# ---- safety_fsm_mc ----
[config.mk]
export PLATFORM = sky130hd
export DESIGN_NAME = safety_fsm_mc
export DESIGN_NICKNAME = d
export VERILOG_FILES = /design/src/rtl/safety_fsm_mc.sv
export SDC_FILE = /design/constraint.sdc
export NUM_CORES = 1
export LEC_CHECK = 0
export CAP_MARGIN = 20
export CELL_PAD_IN_SITES_DETAIL_PLACEMENT = 1
export CELL_PAD_IN_SITES_GLOBAL_PLACEMENT = 1
export CORE_UTILIZATION = 45
export CTS_CLUSTER_SIZE = 24
export DETAILED_ROUTE_END_ITERATION = 12
export PLACE_DENSITY = 0.89
export SLEW_MARGIN = 25
export SYNTH_ARGS = -nofsm -noshare
export SYNTH_HDL_FRONTEND = slang
export SYNTH_SLANG_ARGS = --single-unit
[constraint.sdc]
create_clock -name clk -period 9.8 [get_ports clk]
set_input_delay 1.96 -clock clk [delete_from_list [all_inputs] [get_ports clk]]
set_output_delay 1.96 -clock clk [all_outputs]
set_load 0.02 [all_outputs]
[src/rtl/safety_fsm_mc.sv]
// Multi-channel safety FSM: per-channel escalation/hysteresis with latched EMERGENCY/FAILSAFE and a worst-case reduction.
// Optional per-channel sample watchdog is built only when SAFETY_FSM_WDT_EN is defined.
module safety_fsm_mc #(
    parameter int unsigned N_CH     = 4,
    parameter int unsigned ESC_CNT  = 3,
    parameter int unsigned HYST_CYC = 8,
    parameter int unsigned WDT_CYC  = 16
) (
    input  logic                  clk,
    input  logic                  rst_n,
    input  logic [N_CH-1:0]       sample_valid,
    input  logic [N_CH-1:0]       ml_anomaly,
    input  logic [N_CH-1:0]       sensor_fault,
    input  logic                  clear_req,
    input  logic [N_CH-1:0]       clear_mask,
    output logic [3*N_CH-1:0]     ch_state,
    output logic [N_CH-1:0]       state_chg,
    output logic [2:0]            sys_state,
    output logic [((N_CH > 1) ? $clog2(N_CH) : 1)-1:0] worst_ch,
    output logic                  alarm,
    output logic                  clear_ack
);
    localparam int unsigned ESC_W = (ESC_CNT > 1) ? $clog2(ESC_CNT) : 1;
    localparam int unsigned CLN_W = (HYST_CYC > 1) ? $clog2(HYST_CYC) : 1;
    localparam int unsigned WCH_W = (N_CH > 1) ? $clog2(N_CH) : 1;

    localparam logic [2:0] ST_IDLE      = 3'd0;
    localparam logic [2:0] ST_WARNING   = 3'd1;
    localparam logic [2:0] ST_CRITICAL  = 3'd2;
    localparam logic [2:0] ST_EMERGENCY = 3'd3;
    localparam logic [2:0] ST_FAILSAFE  = 3'd4;

    logic [2:0]       r_st      [N_CH];
    logic [2:0]       w_st_nxt  [N_CH];
    logic [ESC_W-1:0] r_esc     [N_CH];
    logic [ESC_W-1:0] w_esc_nxt [N_CH];
    logic [CLN_W-1:0] r_cln     [N_CH];
    logic [CLN_W-1:0] w_cln_nxt [N_CH];
    logic [N_CH-1:0]  w_fault;
    logic [N_CH-1:0]  w_rel;
    logic [N_CH-1:0]  r_chg;
    logic             r_ack;

`ifdef SAFETY_FSM_WDT_EN
    localparam int unsigned WDT_W = $clog2(WDT_CYC + 1);
    logic [WDT_W-1:0] r_wdt     [N_CH];
    logic [WDT_W-1:0] w_wdt_nxt [N_CH];

    // An expired watchdog acts as a fault unless a sample arrives this cycle to re-arm it
    always_comb begin
        for (int unsigned i = 0; i < N_CH; i++) begin
            w_wdt_nxt[i] = r_wdt[i];
            if (sample_valid[i])
                w_wdt_nxt[i] = '0;
            else if (r_wdt[i] != WDT_W'(WDT_CYC))
                w_wdt_nxt[i] = r_wdt[i] + WDT_W'(1);
            w_fault[i] = sensor_fault[i] |
                         ((r_wdt[i] == WDT_W'(WDT_CYC)) & ~sample_valid[i]);
        end
    end

    always_ff @(posedge clk or negedge rst_n) begin
        if (!rst_n) begin
            for (int unsigned i = 0; i < N_CH; i++) r_wdt[i] <= '0;
        end else begin
            for (int unsigned i = 0; i < N_CH; i++) r_wdt[i] <= w_wdt_nxt[i];
        end
    end
`else
    always_comb w_fault = sensor_fault;
`endif

    // State register
    always_ff @(posedge clk or negedge rst_n) begin
        if (!rst_n) begin
            for (int unsigned i = 0; i < N_CH; i++) begin
                r_st[i]  <= ST_IDLE;
                r_esc[i] <= '0;
                r_cln[i] <= '0;
            end
            r_chg <= '0;
            r_ack <= 1'b0;
        end else begin
            for (int unsigned i = 0; i < N_CH; i++) begin
                r_st[i]  <= w_st_nxt[i];
                r_esc[i] <= w_esc_nxt[i];
                r_cln[i] <= w_cln_nxt[i];
                r_chg[i] <= (w_st_nxt[i] != r_st[i]);
            end
            r_ack <= |w_rel;
        end
    end

    // Next-state: fault > latched hold/release > anomaly > clean > no sample
    always_comb begin
        for (int unsigned i = 0; i < N_CH; i++) begin
            w_st_nxt[i]  = r_st[i];
            w_esc_nxt[i] = r_esc[i];
            w_cln_nxt[i] = r_cln[i];
            w_rel[i]     = 1'b0;
            if (w_fault[i]) begin
                w_st_nxt[i]  = ST_FAILSAFE;
                w_esc_nxt[i] = '0;
                w_cln_nxt[i] = '0;
            end else if (r_st[i] == ST_EMERGENCY || r_st[i] == ST_FAILSAFE) begin
                if (clear_req && clear_mask[i] && !(sample_valid[i] && ml_anomaly[i])) begin
                    w_st_nxt[i]  = ST_IDLE;
                    w_esc_nxt[i] = '0;
                    w_cln_nxt[i] = '0;
                    w_rel[i]     = 1'b1;
                end
            end else if (sample_valid[i] && ml_anomaly[i]) begin
                w_cln_nxt[i] = '0;
                if (r_esc[i] == ESC_W'(ESC_CNT - 1)) begin
                    w_st_nxt[i]  = r_st[i] + 3'd1;
                    w_esc_nxt[i] = '0;
                end else begin
                    w_esc_nxt[i] = r_esc[i] + ESC_W'(1);
                end
            end else if (sample_valid[i]) begin
                w_esc_nxt[i] = '0;
                if (r_st[i] == ST_WARNING || r_st[i] == ST_CRITICAL) begin
                    if (r_cln[i] == CLN_W'(HYST_CYC - 1)) begin
                        w_st_nxt[i]  = r_st[i] - 3'd1;
                        w_cln_nxt[i] = '0;
                    end else begin
                        w_cln_nxt[i] = r_cln[i] + CLN_W'(1);
                    end
                end else begin
                    w_cln_nxt[i] = '0;
                end
            end
        end
    end

    // Outputs: flattened state, pulses, and worst-case reduction (ties to lowest index)
    always_comb begin
        sys_state = ST_IDLE;
        worst_ch  = '0;
        for (int unsigned i = 0; i < N_CH; i++) begin
            ch_state[3*i +: 3] = r_st[i];
            if (r_st[i] > sys_state) begin
                sys_state = r_st[i];
                worst_ch  = WCH_W'(i);
            end
        end
        alarm     = (sys_state >= ST_CRITICAL);
        state_chg = r_chg;
        clear_ack = r_ack;
    end
endmodule
# ---- move_controller ----
[config.mk]
export PLATFORM = sky130hd
export DESIGN_NAME = move_controller
export DESIGN_NICKNAME = d
export VERILOG_FILES = /design/src/rtl/move_controller.sv
export SDC_FILE = /design/constraint.sdc
export NUM_CORES = 1
export LEC_CHECK = 0
export CAP_MARGIN = 20
export CORE_ASPECT_RATIO = 1.2
export CORE_MARGIN = 4
export CORE_UTILIZATION = 45
export DETAILED_ROUTE_END_ITERATION = 16
export HOLD_SLACK_MARGIN = 0.15
export PLACE_DENSITY_LB_ADDON = 0.05
export REMOVE_ABC_BUFFERS = 1
export SYNTH_ARGS = -nofsm -noshare
export SYNTH_HDL_FRONTEND = slang
export SYNTH_SLANG_ARGS = --single-unit
export TNS_END_PERCENT = 1
[constraint.sdc]
create_clock -name clk -period 3.44 [get_ports clk]
set_input_delay 0.688 -clock clk [delete_from_list [all_inputs] [get_ports clk]]
set_output_delay 0.688 -clock clk [all_outputs]
set_load 0.05 [all_outputs]
[src/rtl/move_controller.sv]
// Connect-four move controller: validates drop requests, tracks column heights and turns,
// and issues one board write per accepted move. Optional single-level undo under UNDO_EN.
module move_controller #(
    parameter int   ROWS         = 6,
    parameter int   COLS         = 7,
    parameter logic START_PLAYER = 1'b0
) (
    input  logic       clk,
    input  logic       resetn,
    input  logic [2:0] col_addr,
    input  logic       col_valid,
    input  logic       drop,
    input  logic       game_over,
`ifdef UNDO_EN
    input  logic       undo,
    output logic       wr_clear,
`endif
    output logic       wr_en,
    output logic [2:0] wr_row,
    output logic [2:0] wr_col,
    output logic       wr_player,
    output logic       current_player,
    output logic [5:0] move_count,
    output logic       reject,
    output logic       board_full,
    output logic       busy
);

    localparam logic [2:0] ROWS_H = 3'(ROWS);
    localparam logic [3:0] COLS_W = 4'(COLS);
    localparam logic [5:0] CELLS  = 6'(ROWS * COLS);

`ifdef UNDO_EN
    typedef enum logic [1:0] {IDLE, CHECK, WRITE, UNDO} state_t;
`else
    typedef enum logic [1:0] {IDLE, CHECK, WRITE} state_t;
`endif

    state_t                state;
    logic [COLS-1:0][2:0]  height;
    logic                  drop_q;
    logic                  valid_r;
    logic [2:0]            col_r;
    logic [2:0]            h_sel;
    logic                  drop_edge;
    logic                  illegal;

    assign drop_edge = drop & ~drop_q;

    // Mux by comparison so an out-of-range col_r never indexes past the array.
    always_comb begin
        h_sel = '0;
        for (int i = 0; i < COLS; i++)
            if (col_r == 3'(i)) h_sel = height[i];
    end

    assign illegal = !valid_r || ({1'b0, col_r} >= COLS_W) || (h_sel >= ROWS_H)
                     || board_full || game_over;

`ifdef UNDO_EN
    logic       undo_q;
    logic       undo_edge;
    logic       last_v;
    logic [2:0] last_col;
    logic [2:0] h_last;

    assign undo_edge = undo & ~undo_q;

    always_comb begin
        h_last = '0;
        for (int i = 0; i < COLS; i++)
            if (last_col == 3'(i)) h_last = height[i];
    end
`endif

    always_ff @(posedge clk or negedge resetn) begin
        if (!resetn) begin
            state          <= IDLE;
            height         <= '0;
            drop_q         <= 1'b0;
            valid_r        <= 1'b0;
            col_r          <= '0;
            move_count     <= '0;
            board_full     <= 1'b0;
            current_player <= START_PLAYER;
            wr_en          <= 1'b0;
            wr_row         <= '0;
            wr_col         <= '0;
            wr_player      <= 1'b0;
            reject         <= 1'b0;
            busy           <= 1'b0;
`ifdef UNDO_EN
            undo_q         <= 1'b0;
            wr_clear       <= 1'b0;
            last_v         <= 1'b0;
            last_col       <= '0;
`endif
        end else begin
            drop_q <= drop;
            wr_en  <= 1'b0;
            reject <= 1'b0;
`ifdef UNDO_EN
            undo_q   <= undo;
            wr_clear <= 1'b0;
`endif
            case (state)
                IDLE: begin
                    if (drop_edge) begin
                        col_r   <= col_addr;
                        valid_r <= col_valid;
                        state   <= CHECK;
                        busy    <= 1'b1;
                    end
`ifdef UNDO_EN
                    else if (undo_edge) begin
                        if (last_v && !game_over) begin
                            state <= UNDO;
                            busy  <= 1'b1;
                        end else begin
                            reject <= 1'b1;
                        end
                    end
`endif
                end
                CHECK: begin
                    if (illegal) begin
                        reject <= 1'b1;
                        state  <= IDLE;
                        busy   <= 1'b0;
                    end else begin
                        wr_row    <= ROWS_H - 3'd1 - h_sel;
                        wr_col    <= col_r;
                        wr_player <= current_player;
                        state     <= WRITE;
                    end
                end
                WRITE: begin
                    wr_en <= 1'b1;
                    for (int i = 0; i < COLS; i++)
                        if (col_r == 3'(i) && height[i] != ROWS_H) height[i] <= height[i] + 3'd1;
                    if (move_count != CELLS) move_count <= move_count + 6'd1;
                    board_full     <= (move_count >= CELLS - 6'd1);
                    current_player <= ~current_player;
`ifdef UNDO_EN
                    last_col <= col_r;
                    last_v   <= 1'b1;
`endif
                    state <= IDLE;
                    busy  <= 1'b0;
                end
`ifdef UNDO_EN
                UNDO: begin
                    // Top piece of a column holding h pieces sits at row ROWS-h.
                    wr_en     <= 1'b1;
                    wr_clear  <= 1'b1;
                    wr_row    <= ROWS_H - h_last;
                    wr_col    <= last_col;
                    wr_player <= ~current_player;
                    for (int i = 0; i < COLS; i++)
                        if (last_col == 3'(i) && height[i] != 3'd0) height[i] <= height[i] - 3'd1;
                    if (move_count != 6'd0) move_count <= move_count - 6'd1;
                    board_full     <= 1'b0;
                    current_player <= ~current_player;
                    last_v         <= 1'b0;
                    state          <= IDLE;
                    busy           <= 1'b0;
                end
`endif
                default: begin
                    state <= IDLE;
                    busy  <= 1'b0;
                end
            endcase
        end
    end

endmodule

==> safety_fsm_mc/zoom.png <==
Window x 22 to 62, y 5 to 45 um. Cells in gray, sequential cells in the stronger gray; small squares are vias.
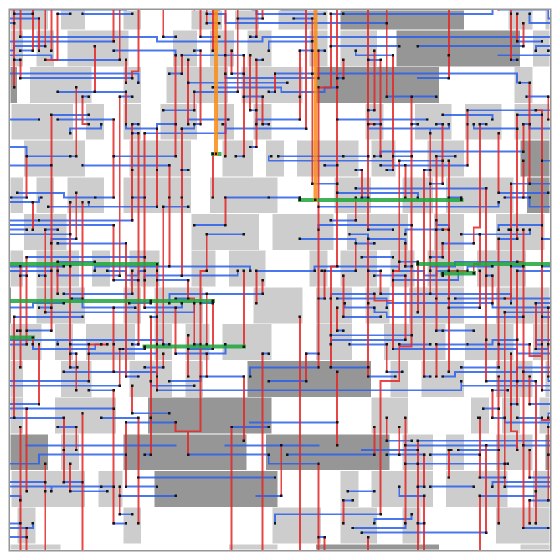
legend:
  met1:
    color: blue
  met4:
    color: orange
  met2:
    color: red
  met3:
    color: green
sequential cells in the window: 8
most frequent: ha_1 (15), nand2_1 (12), inv_1 (11)
cells with their middle in the window: 112
netlist names of flops here include: ch_state (3), r_cln (2), r_esc (2)

==> run notes, safety_fsm_mc <==
- 73.68% — Period Utilization, post-route
- 2 — worst path bufs/invs
- design-rule violations — violated checks
- nand2_1 — most common cell after layout, fill and taps aside
- 77 — number of tap instances
- 30.62% — top area contributor share
- 100.0% — share of synthesized registers carrying an async set or reset
- 0 — cells resized by post-CTS repair
- 3708 um — M1 WL
- 19 — path length in cells of the critical path
- multi-input combinational cells — Top class by area
- finished with violations — status
- registers — Pwr top
- 0.30 ns — Late-Pin Clk Latency
- 7 — number of remaining DRC errors
- 5.26 ns — WP data arrival
- 6422 um^2 — Core ar.
- 2,929 — via count of the first global-routing pass
- register — Worst Setup Start Kind
- 6021 um — placed wire-length estimate
[safety_fsm_mc: flip-flops by register name, indices dropped and copies added, names as in the netlist]
name,flops
state_chg,4
r_cln,12
ch_state,12
r_esc,8
clear_ack,1
[safety_fsm_mc: logic make-up after synthesis]
kind of cell / synth area share (%)
AND-OR/OR-AND: 21.35
multiplexers: 4.758
AND/OR/NAND/NOR: 25.32
buffers and inverters: 3.889
adder cells (fa/ha/maj): 14.07
flip-flops: 30.62
==> move_controller/clock_map.png <==
The bar under the picture is 20 um long.
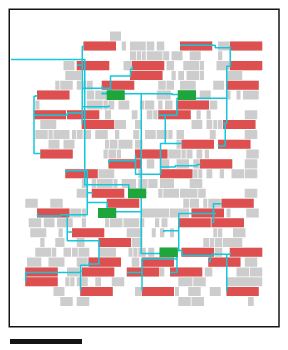
legend:
  flip-flops:
    color: red
    count: 46
  cells driving clock nets:
    color: green
    count: 5
  clock wires:
    color: cyan
    length: 565 um
flops lie: spread over the die
routed clock nets: 6
worst clock skew on the final layout: 0.01116 ns
reported clock group power: 0.342 mW

==> move_controller/metal_stack.png <==
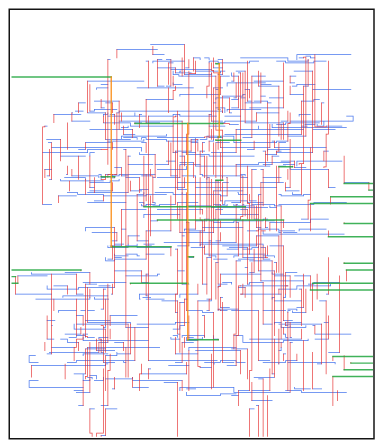
legend:
  met2:
    color: red
    wire_length: 2,130 um
  met1:
    color: blue
    wire_length: 2,150 um
  met4:
    color: orange
    wire_length: 93.8 um
  met3:
    color: green
    wire_length: 249 um
total vias in the final route: 1,668
final routed wirelength across all metal layers: 4630 um
Total GRT Usage: 16.03%
average wire per cell in the routed design: 14.75 um

==> run notes, move_controller <==
- dfrtp_1 — Commonest flop
- buf_4, o22ai_1, a221oi_1, nor2_1, ha_1, or4b_4, a311o_1, clkinv_2, mux2_2 — cells along the critical path
- completed — status
- 0 — final-report max-slew violation count
- 314 — Post-Layout Cell Count
- 0.3445 GHz — highest achievable clock rate
- 28 — std cell rows
- false — RSZ-0062 raised after global routing
- col_r[2]$_DFFE_PN0P_ — CP Launch Point
- 0.8060 — Placer Congestion
- 100.0% — share of synthesized registers carrying an async set or reset
- 0 — Post-CTS Repair Setup Buffers
- 21 — flip-flop count of the largest register after layout
- 7900 um — global-route wire length before repair
- 4 — number of iterations in the first detailed-routing pass
- 1151 um^2 — sequential cell area in the final layout
- 1.291 nW — LEAKAGE
- 48.60% — portion of the post-synthesis area used by sequential elements
- 0 ns — Setup TNS Final
- 0 — cells resized by post-CTS repair
- 40.10% — Net Sw Frac
- 3.10 ns — WP data arrival
- 46 — number of sinks driven by the clock tree
- 4.042% — M3 GR Usage
- 2791 um^2 — Final Instance Area
- 0 — number of remaining DRC errors
- 1102 um^2 — combinational cell area excluding buffers and inverters
- 0 — count of final hold-check violations
- 84.38% — Period Utilization, post-route
[move_controller: worst max-delay path by stage]
stage / cells past startpoint / endpoint / slack, ns
6_report: 9 / wr_row[1]$_DFFE_PN0P_ / 0.54
4_1_cts: 9 / wr_row[1]$_DFFE_PN0P_ / 0.52
2_1_floorplan: 8 / wr_row[1]$_DFFE_PN0P_ / 0.32
3_3_place_gp: 8 / wr_row[1]$_DFFE_PN0P_ / 0.61
3_5_place_dp: 9 / wr_row[1]$_DFFE_PN0P_ / 0.53
5_1_grt: 9 / wr_row[1]$_DFFE_PN0P_ / 0.35

==> notes/layouts.md <==
Pictures saved along the way, in no particular order.

Metal 3.
The bar under the picture is 20 um long.
(a)
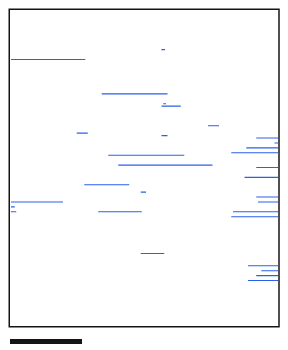
(b)
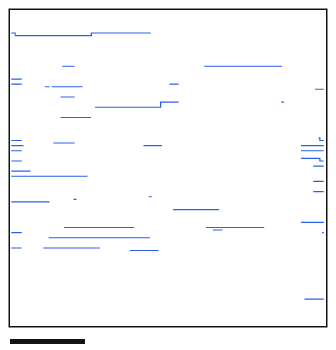
move_controller -> (a)
safety_fsm_mc -> (b)

Key to (a):
share of all routed wire: 5.4%
main direction: horizontal
nets with wire on the layer: 26


No activity file was given, so power comes from the tool's default toggle rates.
